=== design 1 ===
### Clock nets, design 1

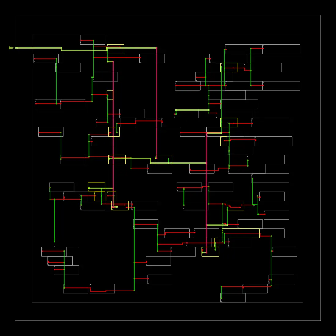

### src/rtl/outbuff_writer.sv
// Output-buffer writer: moves engine parity words into the output buffer
// through a 2-entry skid FIFO, sequencing rows/stripes and flagging errors.
module outbuff_writer #(
  parameter int M_MIN         = 2,
  parameter int M_MAX         = 128,
  parameter int W             = 4,
  parameter int PACKET_LENGTH = 2,
  parameter int WORD_W        = W * PACKET_LENGTH,
  parameter int OUT_DEPTH     = 256,
  parameter int ADDR_W        = $clog2(OUT_DEPTH),
  parameter int M_W           = $clog2(M_MAX + 1)
) (
  input  logic              clk,
  input  logic              rst,
  input  logic              cntrl_outbuff_wr_en,
  input  logic [M_W-1:0]    m_cfg,
  input  logic              eng_res_valid,
  input  logic [WORD_W-1:0] eng_res_data,
  output logic              eng_res_ready,
  input  logic              outbuff_full,
  output logic              outbuff_wr,
  output logic [ADDR_W-1:0] outbuff_addr,
  output logic [WORD_W-1:0] outbuff_wdata,
  output logic              stripe_done,
  output logic [15:0]       stripe_cnt,
  output logic              wr_idle,
  output logic              partial_err,
  output logic              drop_err
);

  typedef enum logic [1:0] {IDLE, ACTIVE, DRAIN} state_t;

  state_t              state, state_nx;
  logic [WORD_W-1:0]   fifo_mem [2];
  logic                wp, rp;
  logic [1:0]          cnt;
  logic [ADDR_W-1:0]   addr;
  logic [M_W-1:0]      row, m_lat, m_clamp;
  logic                push, pop, start, finish, last_row;

  // Stripe length is bounded so row sequencing never sees 0 or 1 rows.
  assign m_clamp  = (m_cfg < M_W'(M_MIN)) ? M_W'(M_MIN) :
                    (m_cfg > M_W'(M_MAX)) ? M_W'(M_MAX) : m_cfg;
  assign last_row = (row == m_lat - M_W'(1));

  assign outbuff_addr  = addr;
  assign outbuff_wdata = fifo_mem[rp];
  assign wr_idle       = (state == IDLE) && (cnt == 2'd0);

  // State register.
  always_ff @(posedge clk) begin
    if (rst) state <= IDLE;
    else     state <= state_nx;
  end

  // Next state plus handshake strobes; ready uses the registered count only.
  always_comb begin
    state_nx      = state;
    start         = 1'b0;
    finish        = 1'b0;
    eng_res_ready = (state == ACTIVE) && (cnt != 2'd2);
    outbuff_wr    = (state != IDLE) && (cnt != 2'd0) && !outbuff_full;
    case (state)
      IDLE: if (cntrl_outbuff_wr_en) begin
        state_nx = ACTIVE;
        start    = 1'b1;
      end
      ACTIVE: if (!cntrl_outbuff_wr_en) state_nx = DRAIN;
      DRAIN: begin
        if (cntrl_outbuff_wr_en) state_nx = ACTIVE;
        else if (cnt == 2'd0) begin
          state_nx = IDLE;
          finish   = 1'b1;
        end
      end
      default: state_nx = IDLE;
    endcase
    push = eng_res_valid && eng_res_ready;
    pop  = outbuff_wr;
  end

  // FIFO payload storage; contents are don't-care while count is zero.
  always_ff @(posedge clk) begin
    if (push) fifo_mem[wp] <= eng_res_data;
  end

  // FIFO pointers, address/row/stripe sequencing and sticky flags.
  always_ff @(posedge clk) begin
    if (rst) begin
      wp          <= 1'b0;
      rp          <= 1'b0;
      cnt         <= 2'd0;
      addr        <= '0;
      row         <= '0;
      m_lat       <= M_W'(M_MIN);
      stripe_done <= 1'b0;
      stripe_cnt  <= 16'd0;
      partial_err <= 1'b0;
      drop_err    <= 1'b0;
    end else begin
      stripe_done <= 1'b0;
      if (push) wp <= ~wp;
      if (pop)  rp <= ~rp;
      case ({push, pop})
        2'b10:   cnt <= cnt + 2'd1;
        2'b01:   cnt <= cnt - 2'd1;
        default: cnt <= cnt;
      endcase
      if (pop) begin
        addr <= addr + ADDR_W'(1);
        if (last_row) begin
          row         <= '0;
          stripe_done <= 1'b1;
          stripe_cnt  <= stripe_cnt + 16'd1;
        end else begin
          row <= row + M_W'(1);
        end
      end
      if (state == IDLE && eng_res_valid) drop_err <= 1'b1;
      if (finish && row != '0) partial_err <= 1'b1;
      // A new session starts from a clean slate; no write can coincide.
      if (start) begin
        addr        <= '0;
        row         <= '0;
        stripe_cnt  <= 16'd0;
        m_lat       <= m_clamp;
        partial_err <= 1'b0;
        drop_err    <= 1'b0;
      end
    end
  end

endmodule

### config.mk
export PLATFORM = sky130hd
export DESIGN_NAME = outbuff_writer
export DESIGN_NICKNAME = d
export VERILOG_FILES = /design/src/rtl/outbuff_writer.sv
export SDC_FILE = /design/constraint.sdc
export NUM_CORES = 1
export LEC_CHECK = 0
export ABC_AREA = 0
export ABC_CLOCK_PERIOD_IN_PS = 2570
export CORE_MARGIN = 5
export CORE_UTILIZATION = 49
export CTS_BUF_LIST = sky130_fd_sc_hd__clkbuf_2 sky130_fd_sc_hd__clkbuf_4 sky130_fd_sc_hd__clkbuf_8
export DETAILED_ROUTE_END_ITERATION = 7
export PLACE_DENSITY_LB_ADDON = 0.08
export SLEW_MARGIN = 20
export SYNTH_ARGS = -nofsm -noshare
export SYNTH_HDL_FRONTEND = slang
export SYNTH_SLANG_ARGS = --single-unit
### constraint.sdc
create_clock -name clk -period 2.57 [get_ports clk]
set_input_delay 0.514 -clock clk [delete_from_list [all_inputs] [get_ports clk]]
set_output_delay 0.514 -clock clk [all_outputs]
set_load 0.02 [all_outputs]
=== design 2 ===
### src/rtl/mbist_march_pkg.sv
// mbist_march_pkg: FSM/op encodings and the March C- element table for mbist_march_ctrl
// Element table: E0 up{w0} E1 up{r0,w1} E2 up{r1,w0} E3 dn{r0,w1} E4 dn{r1,w0} E5 dn{r0}
package mbist_march_pkg;
  typedef enum logic [2:0] {IDLE, INIT, RUN, DRAIN, DONE} state_e;
  typedef enum logic [1:0] {W0, W1, R0, R1} op_e;
  localparam int MARCH_ELEM_LAST = 5;
  localparam logic [5:0] MARCH_UP = 6'b000111;
  localparam logic [5:0] MARCH_TWO_OPS = 6'b011110;
  localparam op_e MARCH_OP0 [6] = '{W0, R0, R1, R0, R1, R0};
  localparam op_e MARCH_OP1 [6] = '{W0, W1, W0, W1, W0, R0};
  function automatic op_e march_op(input logic [2:0] e, input logic o);
    return o ? MARCH_OP1[e] : MARCH_OP0[e];
  endfunction
endpackage

### src/rtl/mbist_march_cmp.sv
// mbist_march_cmp: one-cycle read-compare pipeline with first-fail capture
// Ports: clk, rst_n; clr (restart), rd/exp_data/addr/elem (read issue), rdata (memory data),
//        mismatch (compare this cycle), fail/fail_addr/fail_elem (sticky first-fail record)
module mbist_march_cmp #(
  parameter int ADDR_WD = 9,
  parameter int DATA_WD = 32,
  parameter int ELEM_WD = 3
) (
  input  logic               clk,
  input  logic               rst_n,
  input  logic               clr,
  input  logic               rd,
  input  logic [DATA_WD-1:0] exp_data,
  input  logic [ADDR_WD-1:0] addr,
  input  logic [ELEM_WD-1:0] elem,
  input  logic [DATA_WD-1:0] rdata,
  output logic               mismatch,
  output logic               fail,
  output logic [ADDR_WD-1:0] fail_addr,
  output logic [ELEM_WD-1:0] fail_elem
);
  logic               pend_q;
  logic [DATA_WD-1:0] exp_q;
  logic [ADDR_WD-1:0] addr_q;
  logic [ELEM_WD-1:0] elem_q;
  assign mismatch = pend_q && (rdata != exp_q);
  always_ff @(posedge clk or negedge rst_n) begin
    if (!rst_n) begin
      pend_q <= 1'b0;
      exp_q <= '0;
      addr_q <= '0;
      elem_q <= '0;
      fail <= 1'b0;
      fail_addr <= '0;
      fail_elem <= '0;
    end else begin
      pend_q <= rd;
      if (rd) begin
        exp_q <= exp_data;
        addr_q <= addr;
        elem_q <= elem;
      end
      if (clr) begin
        fail <= 1'b0;
        fail_addr <= '0;
        fail_elem <= '0;
      end else if (mismatch && !fail) begin
        fail <= 1'b1;
        fail_addr <= addr_q;
        fail_elem <= elem_q;
      end
    end
  end
endmodule

### src/rtl/mbist_march_ctrl.sv
// mbist_march_ctrl: March C- sequencer driving address generator and memory, with pass/fail capture
// Ports: bist_en/bist_start (control), last_addr/bist_addr (address generator), mem_rdata (memory);
//        addr_run/addr_updown/addr_scan_load (address generator), mem_cs/mem_we/mem_wdata (memory),
//        bist_done/bist_fail/fail_addr/fail_elem (status)
// Macro MBIST_STOP_ON_FAIL_EN: stop the test at the first mismatch instead of completing all elements
module mbist_march_ctrl
  import mbist_march_pkg::*;
#(
  parameter int BIST_ADDR_WD = 9,
  parameter int BIST_DATA_WD = 32,
  parameter int BIST_ELEM_WD = 3
) (
  input  logic                    clk,
  input  logic                    rst_n,
  input  logic                    bist_en,
  input  logic                    bist_start,
  input  logic                    last_addr,
  input  logic [BIST_ADDR_WD-1:0] bist_addr,
  input  logic [BIST_DATA_WD-1:0] mem_rdata,
  output logic                    addr_run,
  output logic                    addr_updown,
  output logic                    addr_scan_load,
  output logic                    mem_cs,
  output logic                    mem_we,
  output logic [BIST_DATA_WD-1:0] mem_wdata,
  output logic                    bist_done,
  output logic                    bist_fail,
  output logic [BIST_ADDR_WD-1:0] fail_addr,
  output logic [BIST_ELEM_WD-1:0] fail_elem
);
`ifdef MBIST_STOP_ON_FAIL_EN
  localparam bit STOP_EN = 1'b1;
`else
  localparam bit STOP_EN = 1'b0;
`endif
  state_e                  state_q, state_d;
  logic [BIST_ELEM_WD-1:0] elem_q, elem_d, elem_nx;
  logic                    op_q, op_d, done_q, rd, mismatch, stop, last_op;
  logic [2:0]              e, en;
  op_e                     cur;
  assign elem_nx = elem_q + 1'b1;
  assign e = 3'(elem_q);
  assign en = 3'(elem_nx);
  assign cur = march_op(e, op_q);
  assign last_op = op_q | ~MARCH_TWO_OPS[e];
  assign stop = STOP_EN & mismatch;
  assign bist_done = done_q;
  always_comb begin
    state_d = state_q;
    elem_d = elem_q;
    op_d = op_q;
    addr_run = 1'b0;
    addr_updown = 1'b1;
    addr_scan_load = 1'b0;
    mem_cs = 1'b0;
    mem_we = 1'b0;
    mem_wdata = '0;
    rd = 1'b0;
    case (state_q)
      IDLE: state_d = (bist_start && bist_en) ? INIT : IDLE;
      INIT: begin
        addr_scan_load = 1'b1;
        elem_d = '0;
        op_d = 1'b0;
        state_d = RUN;
      end
      RUN: begin
        addr_updown = MARCH_UP[e];
        if (stop) state_d = DONE;
        else begin
          mem_cs = 1'b1;
          mem_we = (cur == W0) || (cur == W1);
          mem_wdata = {BIST_DATA_WD{cur == W1}};
          rd = !mem_we;
          op_d = !last_op;
          if (last_op && last_addr) begin
            if (elem_q == BIST_ELEM_WD'(MARCH_ELEM_LAST)) state_d = DRAIN;
            else begin
              elem_d = elem_nx;
              addr_run = MARCH_UP[e] == MARCH_UP[en];
            end
          end else addr_run = last_op;
        end
      end
      DRAIN: state_d = DONE;
      DONE: state_d = DONE;
      default: state_d = IDLE;
    endcase
    if (state_q != IDLE && !bist_en) begin
      state_d = IDLE;
      addr_run = 1'b0;
      addr_scan_load = 1'b0;
      mem_cs = 1'b0;
      mem_we = 1'b0;
      mem_wdata = '0;
      rd = 1'b0;
    end
  end
  always_ff @(posedge clk or negedge rst_n) begin
    if (!rst_n) begin
      state_q <= IDLE;
      elem_q <= '0;
      op_q <= 1'b0;
      done_q <= 1'b0;
    end else begin
      state_q <= state_d;
      elem_q <= elem_d;
      op_q <= op_d;
      done_q <= (state_q == INIT) ? 1'b0 : (done_q | (state_d == DONE));
    end
  end
  mbist_march_cmp #(
    .ADDR_WD(BIST_ADDR_WD),
    .DATA_WD(BIST_DATA_WD),
    .ELEM_WD(BIST_ELEM_WD)
  ) u_cmp (
    .clk(clk),
    .rst_n(rst_n),
    .clr(state_q == INIT),
    .rd(rd),
    .exp_data({BIST_DATA_WD{cur == R1}}),
    .addr(bist_addr),
    .elem(elem_q),
    .rdata(mem_rdata),
    .mismatch(mismatch),
    .fail(bist_fail),
    .fail_addr(fail_addr),
    .fail_elem(fail_elem)
  );
endmodule

### config.mk
export PLATFORM = sky130hd
export DESIGN_NAME = mbist_march_ctrl
export DESIGN_NICKNAME = d
export VERILOG_FILES = /design/src/rtl/mbist_march_pkg.sv /design/src/rtl/mbist_march_cmp.sv /design/src/rtl/mbist_march_ctrl.sv
export SDC_FILE = /design/constraint.sdc
export NUM_CORES = 1
export LEC_CHECK = 0
export CORE_ASPECT_RATIO = 1.4
export CORE_MARGIN = 3
export CORE_UTILIZATION = 42
export CTS_CLUSTER_DIAMETER = 200
export DETAILED_ROUTE_END_ITERATION = 16
export GPL_ROUTABILITY_DRIVEN = 0
export PLACE_DENSITY_LB_ADDON = 0.15
export SLEW_MARGIN = 10
export SYNTH_ARGS = -nofsm -noshare
export SYNTH_HDL_FRONTEND = slang
export SYNTH_SLANG_ARGS = --single-unit
### constraint.sdc
create_clock -name clk -period 4.73 [get_ports clk]
set_input_delay 0.946 -clock clk [delete_from_list [all_inputs] [get_ports clk]]
set_output_delay 0.946 -clock clk [all_outputs]
set_load 0.02 [all_outputs]
=== design 3 ===
**config.mk**
```make
export PLATFORM = sky130hd
export DESIGN_NAME = alu_serial
export DESIGN_NICKNAME = d
export VERILOG_FILES = /design/src/rtl/alu_pkg.sv /design/src/rtl/alu_slice.sv /design/src/rtl/alu_serial.sv
export SDC_FILE = /design/constraint.sdc
export NUM_CORES = 1
export LEC_CHECK = 0
export CAP_MARGIN = 5
export CORE_MARGIN = 3
export CORE_UTILIZATION = 45
export CTS_CLUSTER_SIZE = 12
export DETAILED_ROUTE_END_ITERATION = 10
export HOLD_SLACK_MARGIN = 0.15
export PLACE_DENSITY = 0.67
export SYNTH_ARGS = -nofsm -noshare
export SYNTH_HDL_FRONTEND = slang
export SYNTH_HIERARCHICAL = 1
export SYNTH_SLANG_ARGS = --single-unit
```
**constraint.sdc**
```tcl
create_clock -name clk -period 6.7 [get_ports clk]
set_input_delay 0.67 -clock clk [delete_from_list [all_inputs] [get_ports clk]]
set_output_delay 0.67 -clock clk [all_outputs]
set_load 0.05 [all_outputs]
```
**src/rtl/alu_pkg.sv**
```systemverilog
// Shared definitions for the digit-serial ALU: opcodes, FSM encoding, slice-count helper.
// The optional Zero flag is enabled with the ALU_ZERO_FLAG_EN macro.
package alu_pkg;

  localparam logic [2:0] OP_AND = 3'b000;
  localparam logic [2:0] OP_OR  = 3'b001;
  localparam logic [2:0] OP_ADD = 3'b010;
  localparam logic [2:0] OP_SUB = 3'b110;
  localparam logic [2:0] OP_SLT = 3'b111;

  typedef enum logic [1:0] {
    IDLE = 2'd0,
    RUN  = 2'd1,
    DONE = 2'd2
  } state_t;

  function automatic int calc_n(input int width, input int slice);
    return width / slice;
  endfunction

endpackage

```
**src/rtl/alu_slice.sv**
```systemverilog
// Combinational SLICE-bit ALU digit: AND/OR or ripple add with B inverted for SUB/SLT.
// Exposes the carry into its top bit so the top level can form signed overflow.
module alu_slice
  import alu_pkg::*;
#(
  parameter int SLICE = 8
) (
  input  logic [SLICE-1:0] a,
  input  logic [SLICE-1:0] b,
  input  logic             cin,
  input  logic [2:0]       op,
  output logic [SLICE-1:0] r,
  output logic             cout,
  output logic             c_msb_in
);

  logic [SLICE-1:0] bx;
  logic [SLICE-1:0] sum;

  always_comb begin : chain
    logic c;
    bx       = ((op == OP_SUB) || (op == OP_SLT)) ? ~b : b;
    sum      = '0;
    c        = cin;
    c_msb_in = 1'b0;
    for (int i = 0; i < SLICE; i++) begin
      if (i == SLICE - 1) c_msb_in = c;
      sum[i] = a[i] ^ bx[i] ^ c;
      c      = (a[i] & bx[i]) | (c & (a[i] ^ bx[i]));
    end
    cout = c;
    case (op)
      OP_AND:                 r = a & b;
      OP_OR:                  r = a | b;
      OP_ADD, OP_SUB, OP_SLT: r = sum;
      default:                r = '0;
    endcase
  end

endmodule

```
**src/rtl/alu_serial.sv**
```systemverilog
// Digit-serial WIDTH-bit ALU, SLICE bits per cycle LSB first, Start/Busy/Done handshake.
// Define ALU_ZERO_FLAG_EN to add the registered Zero output.
module alu_serial
  import alu_pkg::*;
#(
  parameter int WIDTH = 32,
  parameter int SLICE = 8
) (
  input  logic             clk,
  input  logic             reset,
  input  logic             Start,
  input  logic [2:0]       Op,
  input  logic [WIDTH-1:0] A,
  input  logic [WIDTH-1:0] B,
  output logic             Busy,
  output logic             Done,
  output logic [WIDTH-1:0] Result,
  output logic             Cout,
  output logic             Vout,
  output logic             Set
`ifdef ALU_ZERO_FLAG_EN
  ,
  output logic             Zero
`endif
);

  localparam int N  = calc_n(WIDTH, SLICE);
  localparam int CW = (N > 1) ? $clog2(N) : 1;
  localparam logic [CW-1:0] K_LAST = CW'(N - 1);

  if ((SLICE < 1) || (SLICE > WIDTH) || ((WIDTH % SLICE) != 0)) begin : g_bad_slice
    $error("alu_serial: SLICE must divide WIDTH");
  end

  state_t           state_q, state_d;
  logic [WIDTH-1:0] a_q, b_q, sh_q, result_q;
  logic [2:0]       op_q;
  logic [CW-1:0]    k_q;
  logic             carry_q, cout_q, vout_q, set_q;
  logic             accept, last;

  logic [SLICE-1:0] slice_r;
  logic             slice_cout, slice_cmsb;
  logic [WIDTH-1:0] sum_full, res_c;
  logic             cout_c, vout_c, set_c, v_c, s_c;

  alu_slice #(.SLICE(SLICE)) u_slice (
    .a        (a_q[SLICE-1:0]),
    .b        (b_q[SLICE-1:0]),
    .cin      (carry_q),
    .op       (op_q),
    .r        (slice_r),
    .cout     (slice_cout),
    .c_msb_in (slice_cmsb)
  );

  assign accept = (state_q != RUN) && Start;
  assign last   = (state_q == RUN) && (k_q == K_LAST);

  always_comb begin
    state_d = state_q;
    case (state_q)
      IDLE, DONE: state_d = Start ? RUN : IDLE;
      RUN:        if (k_q == K_LAST) state_d = DONE;
      default:    state_d = IDLE;
    endcase
  end

  always_ff @(posedge clk) begin
    if (reset) state_q <= IDLE;
    else       state_q <= state_d;
  end

  // New slice enters at the top; after N shifts the word is LSB-aligned.
  always_comb begin
    sum_full = sh_q >> SLICE;
    sum_full[WIDTH-1 -: SLICE] = slice_r;
  end

  always_comb begin
    v_c    = slice_cmsb ^ slice_cout;
    s_c    = sum_full[WIDTH-1] ^ v_c;
    res_c  = '0;
    cout_c = 1'b0;
    vout_c = 1'b0;
    set_c  = 1'b0;
    case (op_q)
      OP_AND, OP_OR: res_c = sum_full;
      OP_ADD: begin
        res_c  = sum_full;
        cout_c = slice_cout;
        vout_c = v_c;
      end
      OP_SUB: begin
        res_c  = sum_full;
        cout_c = slice_cout;
        vout_c = v_c;
        set_c  = s_c;
      end
      OP_SLT: begin
        res_c[0] = s_c;
        cout_c   = slice_cout;
        vout_c   = v_c;
        set_c    = s_c;
      end
      default: ;
    endcase
  end

  always_ff @(posedge clk) begin
    if (reset) begin
      a_q      <= '0;
      b_q      <= '0;
      op_q     <= '0;
      k_q      <= '0;
      carry_q  <= 1'b0;
      sh_q     <= '0;
      result_q <= '0;
      cout_q   <= 1'b0;
      vout_q   <= 1'b0;
      set_q    <= 1'b0;
    end else if (accept) begin
      a_q     <= A;
      b_q     <= B;
      op_q    <= Op;
      k_q     <= '0;
      carry_q <= (Op == OP_SUB) || (Op == OP_SLT);
    end else if (state_q == RUN) begin
      a_q     <= a_q >> SLICE;
      b_q     <= b_q >> SLICE;
      carry_q <= slice_cout;
      sh_q    <= sum_full;
      k_q     <= k_q + CW'(1);
      if (last) begin
        result_q <= res_c;
        cout_q   <= cout_c;
        vout_q   <= vout_c;
        set_q    <= set_c;
      end
    end
  end

`ifdef ALU_ZERO_FLAG_EN
  logic zero_q;
  always_ff @(posedge clk) begin
    if (reset)     zero_q <= 1'b0;
    else if (last) zero_q <= (res_c == '0);
  end
  assign Zero = zero_q;
`endif

  assign Busy   = (state_q == RUN);
  assign Done   = (state_q == DONE);
  assign Result = result_q;
  assign Cout   = cout_q;
  assign Vout   = vout_q;
  assign Set    = set_q;

endmodule

```
=== design 4 ===
### config.mk
export PLATFORM = sky130hd
export DESIGN_NAME = change_dispenser
export DESIGN_NICKNAME = d
export VERILOG_FILES = /design/src/rtl/change_dispenser.sv
export SDC_FILE = /design/constraint.sdc
export NUM_CORES = 1
export LEC_CHECK = 0
export CAP_MARGIN = 25
export CORE_MARGIN = 3
export CORE_UTILIZATION = 46
export DETAILED_ROUTE_END_ITERATION = 12
export HOLD_SLACK_MARGIN = 0.05
export PLACE_DENSITY = 0.77
export SLEW_MARGIN = 30
export SYNTH_ARGS = -nofsm -noshare
export SYNTH_HDL_FRONTEND = slang
export SYNTH_SLANG_ARGS = --single-unit
### constraint.sdc
create_clock -name clk -period 2.05 [get_ports clk]
set_input_delay 0.41 -clock clk [delete_from_list [all_inputs] [get_ports clk]]
set_output_delay 0.41 -clock clk [all_outputs]
set_load 0.02 [all_outputs]
### src/rtl/change_dispenser.sv
// Coin and ticket dispenser that sits behind the ticket vending FSM.
// It pulses the ticket solenoid, then pays change in 10s (falling back to 5s) and faults when change cannot be paid.
module change_dispenser #(
    parameter int PULSE_CYCLES = 4,
    parameter int GAP_CYCLES   = 2,
    parameter int CNT_W        = 8
) (
    input  logic             clk,
    input  logic             rst,
    input  logic             req_valid,
    output logic             req_ready,
    input  logic [4:0]       change_in,
    input  logic             howrah,
    input  logic             manikaran,
    input  logic             esplanade,
    input  logic             empty10,
    input  logic             empty5,
    input  logic             clr_fault,
    output logic             tkt_fire,
    output logic [1:0]       tkt_sel,
    output logic             coin10_fire,
    output logic             coin5_fire,
    output logic             done,
    output logic [4:0]       residue,
    output logic             fault,
    output logic [4:0]       owed,
    output logic [CNT_W-1:0] cnt10,
    output logic [CNT_W-1:0] cnt5
);

    localparam int MAX_CYC = (PULSE_CYCLES > GAP_CYCLES) ? PULSE_CYCLES : GAP_CYCLES;
    localparam int TMR_W   = (MAX_CYC > 1) ? $clog2(MAX_CYC) : 1;
    localparam logic [TMR_W-1:0] PULSE_LAST = TMR_W'(PULSE_CYCLES - 1);
    localparam logic [TMR_W-1:0] GAP_LAST   = TMR_W'(GAP_CYCLES - 1);

    typedef enum logic [2:0] {
        S_IDLE   = 3'd0,
        S_TICKET = 3'd1,
        S_TGAP   = 3'd2,
        S_EVAL   = 3'd3,
        S_FIRE   = 3'd4,
        S_GAP    = 3'd5,
        S_DONE   = 3'd6,
        S_FAULT  = 3'd7
    } state_t;

    // Highest-priority destination wins when several ticket flags are set.
    function automatic logic [1:0] ticket_code(input logic e, input logic m, input logic h);
        logic [1:0] code;
        if (e) begin
            code = 2'b11;
        end else if (m) begin
            code = 2'b10;
        end else if (h) begin
            code = 2'b01;
        end else begin
            code = 2'b00;
        end
        return code;
    endfunction

    state_t           state_q, state_d;
    logic [TMR_W-1:0] timer_q, timer_d;
    logic [4:0]       rem_q, rem_d;
    logic [1:0]       code_q, code_d;
    logic             sel10_q, sel10_d;
    logic             req_ready_q, req_ready_d;
    logic             tkt_fire_q, tkt_fire_d;
    logic [1:0]       tkt_sel_q, tkt_sel_d;
    logic             coin10_fire_q, coin10_fire_d;
    logic             coin5_fire_q, coin5_fire_d;
    logic             done_q, done_d;
    logic [4:0]       residue_q, residue_d;
    logic             fault_q, fault_d;
    logic [4:0]       owed_q, owed_d;
    logic [CNT_W-1:0] cnt10_q, cnt10_d;
    logic [CNT_W-1:0] cnt5_q, cnt5_d;

    // Next-state, datapath and next-output computation; outputs follow the next state so they are registered.
    always_comb begin
        state_d   = state_q;
        timer_d   = timer_q;
        rem_d     = rem_q;
        code_d    = code_q;
        sel10_d   = sel10_q;
        residue_d = residue_q;
        owed_d    = owed_q;
        cnt10_d   = cnt10_q;
        cnt5_d    = cnt5_q;

        case (state_q)
            S_IDLE: begin
                if (req_valid) begin
                    rem_d     = change_in;
                    code_d    = ticket_code(esplanade, manikaran, howrah);
                    residue_d = 5'd0;
                    if (code_d != 2'b00) begin
                        state_d = S_TICKET;
                        timer_d = PULSE_LAST;
                    end else begin
                        state_d = S_EVAL;
                    end
                end else begin
                    state_d = S_IDLE;
                end
            end
            S_TICKET: begin
                if (timer_q == '0) begin
                    state_d = S_TGAP;
                    timer_d = GAP_LAST;
                end else begin
                    timer_d = timer_q - TMR_W'(1);
                end
            end
            S_TGAP, S_GAP: begin
                if (timer_q == '0) begin
                    state_d = S_EVAL;
                end else begin
                    timer_d = timer_q - TMR_W'(1);
                end
            end
            S_EVAL: begin
                if ((rem_q >= 5'd10) && !empty10) begin
                    state_d = S_FIRE;
                    timer_d = PULSE_LAST;
                    sel10_d = 1'b1;
                    rem_d   = rem_q - 5'd10;
                    cnt10_d = cnt10_q + CNT_W'(1);
                end else if ((rem_q >= 5'd5) && !empty5) begin
                    state_d = S_FIRE;
                    timer_d = PULSE_LAST;
                    sel10_d = 1'b0;
                    rem_d   = rem_q - 5'd5;
                    cnt5_d  = cnt5_q + CNT_W'(1);
                end else if (rem_q >= 5'd5) begin
                    state_d = S_FAULT;
                    owed_d  = rem_q;
                end else begin
                    state_d   = S_DONE;
                    residue_d = rem_q;
                end
            end
            S_FIRE: begin
                if (timer_q == '0) begin
                    state_d = S_GAP;
                    timer_d = GAP_LAST;
                end else begin
                    timer_d = timer_q - TMR_W'(1);
                end
            end
            S_DONE: begin
                state_d = S_IDLE;
            end
            S_FAULT: begin
                if (clr_fault) begin
                    state_d = S_IDLE;
                    owed_d  = 5'd0;
                    rem_d   = 5'd0;
                end else begin
                    state_d = S_FAULT;
                end
            end
            default: begin
                state_d = S_IDLE;
            end
        endcase

        req_ready_d   = (state_d == S_IDLE);
        tkt_fire_d    = (state_d == S_TICKET);
        tkt_sel_d     = tkt_fire_d ? code_d : 2'b00;
        coin10_fire_d = (state_d == S_FIRE) && sel10_d;
        coin5_fire_d  = (state_d == S_FIRE) && !sel10_d;
        done_d        = (state_d == S_DONE);
        fault_d       = (state_d == S_FAULT);
    end

    // State, datapath and output registers with synchronous active-low reset.
    always_ff @(posedge clk) begin
        if (!rst) begin
            state_q       <= S_IDLE;
            timer_q       <= '0;
            rem_q         <= 5'd0;
            code_q        <= 2'b00;
            sel10_q       <= 1'b0;
            req_ready_q   <= 1'b1;
            tkt_fire_q    <= 1'b0;
            tkt_sel_q     <= 2'b00;
            coin10_fire_q <= 1'b0;
            coin5_fire_q  <= 1'b0;
            done_q        <= 1'b0;
            residue_q     <= 5'd0;
            fault_q       <= 1'b0;
            owed_q        <= 5'd0;
            cnt10_q       <= '0;
            cnt5_q        <= '0;
        end else begin
            state_q       <= state_d;
            timer_q       <= timer_d;
            rem_q         <= rem_d;
            code_q        <= code_d;
            sel10_q       <= sel10_d;
            req_ready_q   <= req_ready_d;
            tkt_fire_q    <= tkt_fire_d;
            tkt_sel_q     <= tkt_sel_d;
            coin10_fire_q <= coin10_fire_d;
            coin5_fire_q  <= coin5_fire_d;
            done_q        <= done_d;
            residue_q     <= residue_d;
            fault_q       <= fault_d;
            owed_q        <= owed_d;
            cnt10_q       <= cnt10_d;
            cnt5_q        <= cnt5_d;
        end
    end

    assign req_ready   = req_ready_q;
    assign tkt_fire    = tkt_fire_q;
    assign tkt_sel     = tkt_sel_q;
    assign coin10_fire = coin10_fire_q;
    assign coin5_fire  = coin5_fire_q;
    assign done        = done_q;
    assign residue     = residue_q;
    assign fault       = fault_q;
    assign owed        = owed_q;
    assign cnt10       = cnt10_q;
    assign cnt5        = cnt5_q;

endmodule
### A small window of the routed layout, design 4

Region (19, 19) to (59, 59) µm. Cells in grey, sequential cells in the stronger grey; small squares are vias.
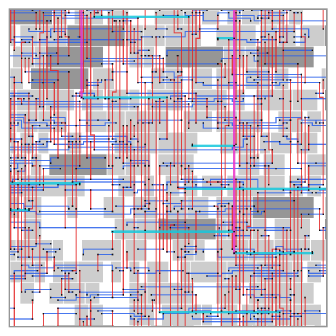
Magenta stands for metal 4. Blue stands for metal 1. Cyan stands for metal 3. Red stands for metal 2.
Netlist names of flops here include state_q (3), rem_q (2). Sequential cells in the window: 9. Most frequent: buf_4 (21), nand2_1 (10). 154 logic cells have their middle in the window.

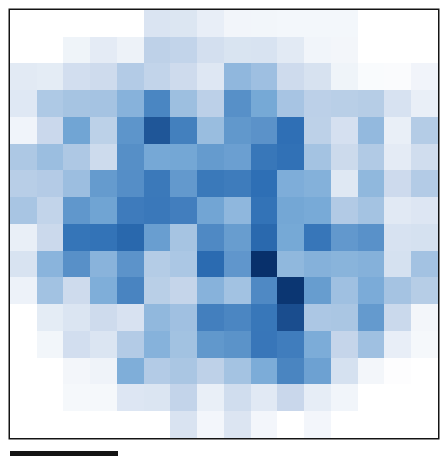
*Routed metal per tile, design 4*
Bar = 20 µm. 16 x 16 tiles, from white (low) to dark blue (high), scaled to the fullest tile. Values are wire area over tile area, all layers added.
14% of the tiles are nearly empty. 25% of the tiles are over half the peak. The emptiest ninth of the die: lower left. The mean over all tiles is 0.16.
global-route usage over all layers: 21.29%
total detailed-routing wirelength: 6248 µm
Routed wire per std cell: 14.81 µm
via total after detailed routing: 2320

==> results.txt, design 4 <==
impl run done, here's what came out: P&R area growth vs syn 33.73%, Hold Path Cell Cnt 2, number of hold violations in the final report 0, quantity of gates resized following cts 1, TritonCTS clock tree yes, footprint of the multi-input gates 1398 µm², Die Outline Area 6235 µm², maximum fanout count along the critical path 6, biggest cell delay along the critical path 430 ps, met2 routing resource usage after global routing 37.88%, number of storage elements in the synthesis netlist 47, Logic pwr share 42.9%, Antenna diodes 0, Clock Latency Late Sink 310 ps, Most Used Layer, Global Route met2, dominant cell by count in the synthesized netlist sky130_fd_sc_hd__dfxtp_1, area taken by flip-flops and latches 943.4 µm², sequential element share of the synthesized area 38.43%, Crit. End Element flop, setup repair after global routing missed its margin no, Chip Area, Yosys 2449 µm², share of total power in sequential cells 35.2%, worst max-slew margin expressed relative to the limit 70.41%, horizontal die size 78.96 µm, net switching power 1.249 mW, result of the run completed, Static Leakage 1.287 nW, remaining number of nets flagged by the antenna check after routing 0, max-slew violations 0, clock tree buffer depth 2, final worst clock skew 12.25 ps, area of the placeable core 4942 µm²
-- design 4: flip-flops by register name, indices dropped and copies added (netlist names), 2 cells and up --
signal and cells:
cnt10 8, cnt5 8, code_q 2, residue 5, tkt_sel 2, timer_q 2, rem_q 5, state_q 3
owed 5
-- design 4: power by group through the flow --
stage,clock [mW],combinational (mW),sequential [mW]
6_report,0.711,1.39,1.14
5_1_grt,0.765,1.56,1.15
4_1_cts,0.716,1.38,1.13
3_5_place_dp,0,1.37,1.15
3_3_place_gp,0,1.34,1.15
2_1_floorplan,0,0.890,1.15
-- design 4: logic make-up (layout without fill, tap and decap cells) --
group / after synthesis / after routing / share of synthesized area, %
fa+ha+maj: 10 / 10 / 5.110
simple gates: 110 / 110 / 24.07
buf+inv: 28 / 97 / 4.854
xor+xnor: 14 / 14 / 5.008
flops: 47 / 47 / 38.43
compound gates: 73 / 73 / 20.90
mux: 4 / 4 / 1.635
-- design 4: final cells by class --
cell class	instances	area share, %
clock buffers	5	2.102
clock inverters	3	1.452
inverters	14	1.605
multi-input cells	211	42.68
flip-flops and latches	47	28.81
well taps	67	2.560
repair buffers	75	20.79
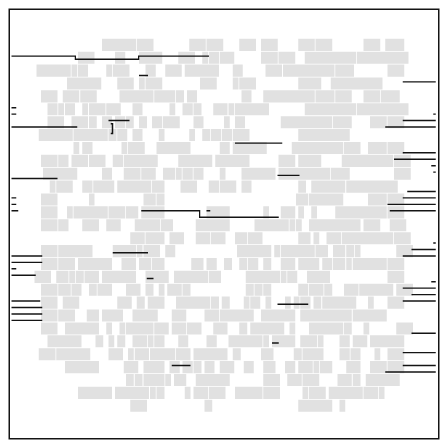
*Metal 3, design 1*
44 nets have wire on it. The layer carries 315 µm of wire. The longest straight run is 16.6 µm. The layer holds 4.7% of the routed length.

About 'Clock nets' of design 1:
final worst clock skew: 9.144 ps
Clock Latency Late Sink: 340 ps
TritonCTS Buffers: 9
clock sinks: 66

==> results.txt, design 1 <==
impl run done, here's what came out: quantity of gates resized following cts 0, power per standard cell area 536.5 nW/µm², highest clock rate 0.4068 GHz, TritonCTS clock tree yes, launch instance of the worst min-delay path stripe_cnt[15]$_SDFFE_PP0P_, dominant cell by count in the synthesized netlist sky130_fd_sc_hd__dfxtp_1, placer's final routability congestion estimate 0.7632, data arrival time at the worst-slack endpoint 1940 ps, Critical Path Start outbuff_full, count of buffers inserted at the top-level ports 58, internal portion of total power 1.626 mW, clock tree buffer depth 2, via total after detailed routing 2543, final global-route overflow total 0, fraction of synthesis flops using an asynchronous set or reset pin 0%, Critical path destination outbuff_wr, wire length of the first global-routing pass 11480 µm, remaining number of nets flagged by the antenna check after routing 0, Ports 59, crit path cell chain clkdlybuf4s50_1 > nor3_4 > clkdlybuf4s50_1, Routed wire per std cell 14.48 µm, Crit. End Element output port, number of antenna violations at the first check in global routing 0, Net count, final 407, worst max-slew margin expressed relative to the limit 43.47%, Worst Setup Path Type in -> out, Die Outline Area 8156 µm², Residual DRC 0, H-tree depth reported by CTS 3, final setup margin 112.1 ps, Bufs and invs on worst path 2, path type of the worst min-delay path reg -> reg, clock-pin slew reported for the worst setup and hold paths after clock tree synthesis 80 ps, minimum setup slack among reg-to-reg paths 210 ps, logic depth of the worst register-to-register path 7, Chip Area, Yosys 3161 µm², unique cell type count in the Yosys netlist 50, commonest non-fill, non-tap cell in the layout sky130_fd_sc_hd__clkdlybuf4s50_1, vias in the first global route 2414, result of the run completed, top contributor to total power registers, DR vias/cell 5.504, overall power consumption 2.179 mW, Core Util at FP 50.06%, P&R area growth vs syn 28.50%, area of placed instances 3869 µm²
design 1: metal layers:
layer	vias to the layer above	track usage [%]	share of wire, %
met2	55	26.28	45
met3	10	3.917	4.7
li1	1279	-	-
met1	1199	22.80	48
met5	-	0	0
met4	0	7.444	1.6
design 1: logic make-up (layout without fill, tap and decap cells):
kind of cell / count (synthesis) / count (layout) / share of synthesized area (%)
AOI/OAI and AO/OA: 27 / 27 / 7.166
xor gates and xnor gates: 27 / 27 / 7.482
adders and majority gates: 6 / 6 / 2.375
buffers and inverters: 20 / 94 / 3.167
DFF: 66 / 66 / 46.87
muxes: 25 / 25 / 8.234
and+or+nand+nor: 140 / 140 / 24.70
design 1: area by class of cell:
class / count / area, µm²
sequential: 66 / 1481
clock inverter: 7 / 68.82
clock buffer: 9 / 123.9
inverter: 6 / 22.52
tap: 77 / 96.34
multi-input combinational: 225 / 1583
timing repair buffer: 72 / 685.7
fill: 541 / 2252
design 1: registers in the layout (all words and copies together), names as in the netlist, named ones only:
signal,cells
cnt,2
stripe_done,1
partial_err,1
row,8
rp,1
stripe_cnt,16
fifo_mem,16
m_lat,8
outbuff_addr,8
drop_err,1
state,2
wp,1
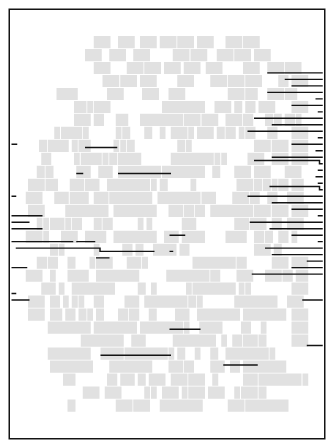
*Metal 3, design 2*
The longest straight run is 17.5 µm. The layer carries 373 µm of wire. 47 nets have wire on it.

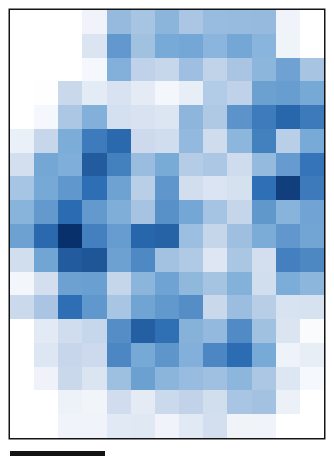
*Routed metal per tile, design 2*
Bar = 20 µm. 13 x 18 tiles, from white (low) to dark blue (high), scaled to the fullest tile. Values are wire area over tile area, all layers added.
The mean over all tiles is 0.14. The fullest tile reaches 0.39. The emptiest ninth of the die: upper left. 10% of the tiles are nearly empty. 29% of the tiles are over half the peak.

==> results.txt, design 2 <==
impl run done, here's what came out: Post-Synthesis Cells 236, Commonest cells post-synth sky130_fd_sc_hd__dfrtp_1, sky130_fd_sc_hd__buf_4, sky130_fd_sc_hd__nand2_1, sky130_fd_sc_hd__inv_1, sky130_fd_sc_hd__o21ai_0, result of the run completed, Startpoint Class primary input, worst-case hold slack 494.5 ps, Total Neg Setup Slack 0 ps, setup repair after global routing missed its margin no, number of hold violations in the final report 0, DR vias/cell 4.961, path type of the worst min-delay path reg -> reg, dominant cell by count in the synthesized netlist sky130_fd_sc_hd__dfrtp_1, sequential share of cell area 29.70%, Iter 0 DRT Violations 74, cell kind with the greatest summed area buffers, hold_buf cts 0, vertical die dimension 89.68 µm, Routed wire per std cell 13.83 µm
-- design 2: flip-flops by register name (all words and copies together), names as in the netlist --
| name | flops |
|---|---|
| bist_done | 1 |
| e | 3 |
| op_q | 1 |
| state_q | 3 |
| u_cmp.addr_q | 9 |
| u_cmp.elem_q | 3 |
| u_cmp.exp_q | 1 |
| u_cmp.fail | 1 |
| u_cmp.fail_addr | 9 |
| u_cmp.fail_elem | 3 |
| u_cmp.pend_q | 1 |
-- design 2: worst max path at each step --
stage / slack [ps] / start / cells after the start / endpoint
detailed placement: 910 / bist_en / 5 / mem_wdata[17]
global placement: 960 / bist_en / 5 / mem_wdata[17]
CTS: 900 / bist_en / 5 / mem_wdata[17]
finish: 930 / bist_en / 5 / mem_wdata[17]
global route: 790 / bist_en / 5 / mem_wdata[15]
floorplan: 270 / bist_en / 3 / mem_wdata[10]
-- design 2: stage by stage --
stage                     setup slack (ps)  cells  power (mW)  util (%)
final                                930.3    361      0.9753     63.00
after global routing                 791.1    361       1.048     63.00
after CTS                            899.9    361      0.9890     63.00
after detailed placement             907.3    354      0.7849     61.24
after global placement               956.2    354      0.7695     61.24
after floorplan                      265.8    236      0.6353         -
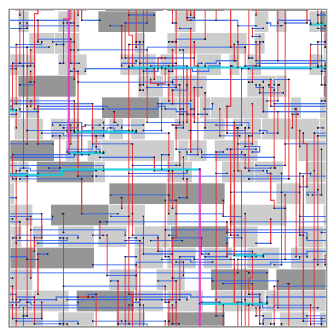
*A small window of the routed layout, design 3*
Region (39, 39) to (79, 79) µm. Cells in grey, sequential cells in the stronger grey; small squares are vias.
Red stands for metal 2. Blue stands for metal 1. Cyan stands for metal 3. Magenta stands for metal 4.
Netlist names of flops here include b_q (6), op_q (3), a_q (2). 104 logic cells have their middle in the window. Sequential cells in the window: 14. Most frequent: dfxtp_1 (14), nor2_1 (10), mux2i_1 (8).

==> results.txt, design 3 <==
impl run done, here's what came out: xor/xnor share 1.792%, vertical die dimension 118.8 µm, clock-pin slew reported for the worst setup and hold paths after clock tree synthesis 50 ps, r2r endpoint Set$_SDFFE_PP0P_, minimum setup slack among reg-to-reg paths 1430 ps, Startpoint Class flop, dominant cell by count in the synthesized netlist sky130_fd_sc_hd__dfxtp_1, Routed wire per std cell 15.36 µm, routed length on met2 6217 µm, Combinational Power 222 µW, final worst clock skew 6.967 ps, Most common reg cell sky130_fd_sc_hd__dfxtp_1, DR vias/cell 5.163, dominant logic cell types in the final layout sky130_fd_sc_hd__dfxtp_1, sky130_fd_sc_hd__clkdlybuf4s50_1, sky130_fd_sc_hd__nand2_1, Data required, critical path 6950 ps, max-slew violations 0, total detailed-routing wirelength 13380 µm, maximum fanout count along the critical path 15, TritonCTS Buffers 17, result of the run completed, clock tree buffer depth 2, total cells reported by yosys after synthesis 615, Most Used Layer, Global Route met2, number of hold violations in the final report 0
==> design 3: sequential cells by signal, summed over array words and instances (netlist names), 2 cells and up <==
signal	cells
b_q	32
k_q	2
state_q	2
sh_q	24
a_q	32
op_q	3
Result	32
==> design 3: final cells by class <==
class                           count  area (µm²)
Clock inverter                      4       45.04
Sequential cell                   131        2623
Timing Repair Buffer              110        1086
Multi-Input combinational cell    420        2780
Clock buffer                       27       523.0
Inverter                           11       41.29
Tap cell                          168       210.2
Fill cell                        1095        4903
==> design 3: worst max path at each step <==
stage | from | endpoint | cells past startpoint
2_1_floorplan | op_q[1]$_SDFFE_PP0P_ | Result[0]$_SDFFE_PP0P_ | 17
6_report | op_q[1]$_SDFFE_PP0P_ | Set$_SDFFE_PP0P_ | 16
3_5_place_dp | op_q[1]$_SDFFE_PP0P_ | Set$_SDFFE_PP0P_ | 16
4_1_cts | op_q[1]$_SDFFE_PP0P_ | Set$_SDFFE_PP0P_ | 16
5_1_grt | op_q[1]$_SDFFE_PP0P_ | Result[0]$_SDFFE_PP0P_ | 16
3_3_place_gp | op_q[1]$_SDFFE_PP0P_ | Result[0]$_SDFFE_PP0P_ | 16


==> screenshots <==
Clock nets.
(a)
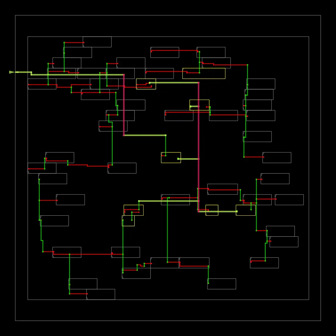
(b)
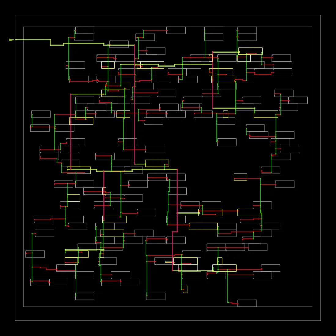
(c)
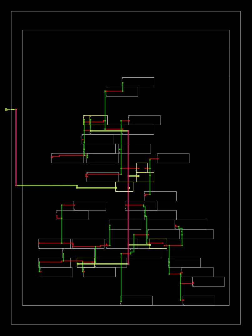
| picture | from |
|---|---|
| (c) | design 2 |
| (b) | design 3 |
| (a) | design 4 |
The one with the fewest sequential cells is (c).


## Gallery

Clock wires, drivers and flops.
Bar = 20 µm.
image #1
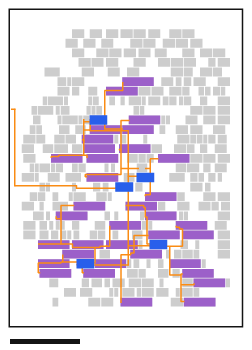
image #2
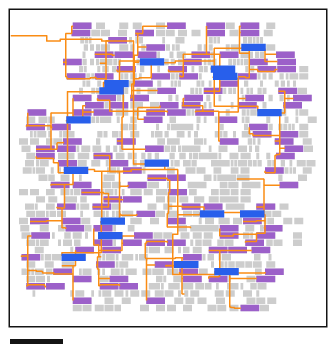
image #3
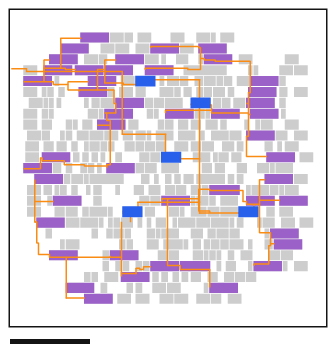
image #4
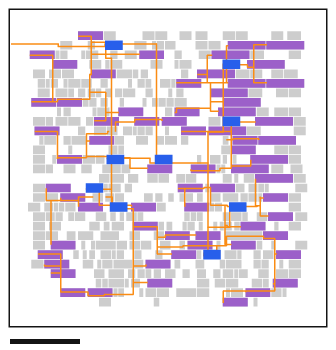
design 1 -> image #4
design 2 -> image #1
design 4 -> image #3
design 3 -> image #2
The one with the most sequential cells is image #2.
The one with the largest die is image #2.

Power figures rest on the tool's default switching activity, not on a simulated workload.
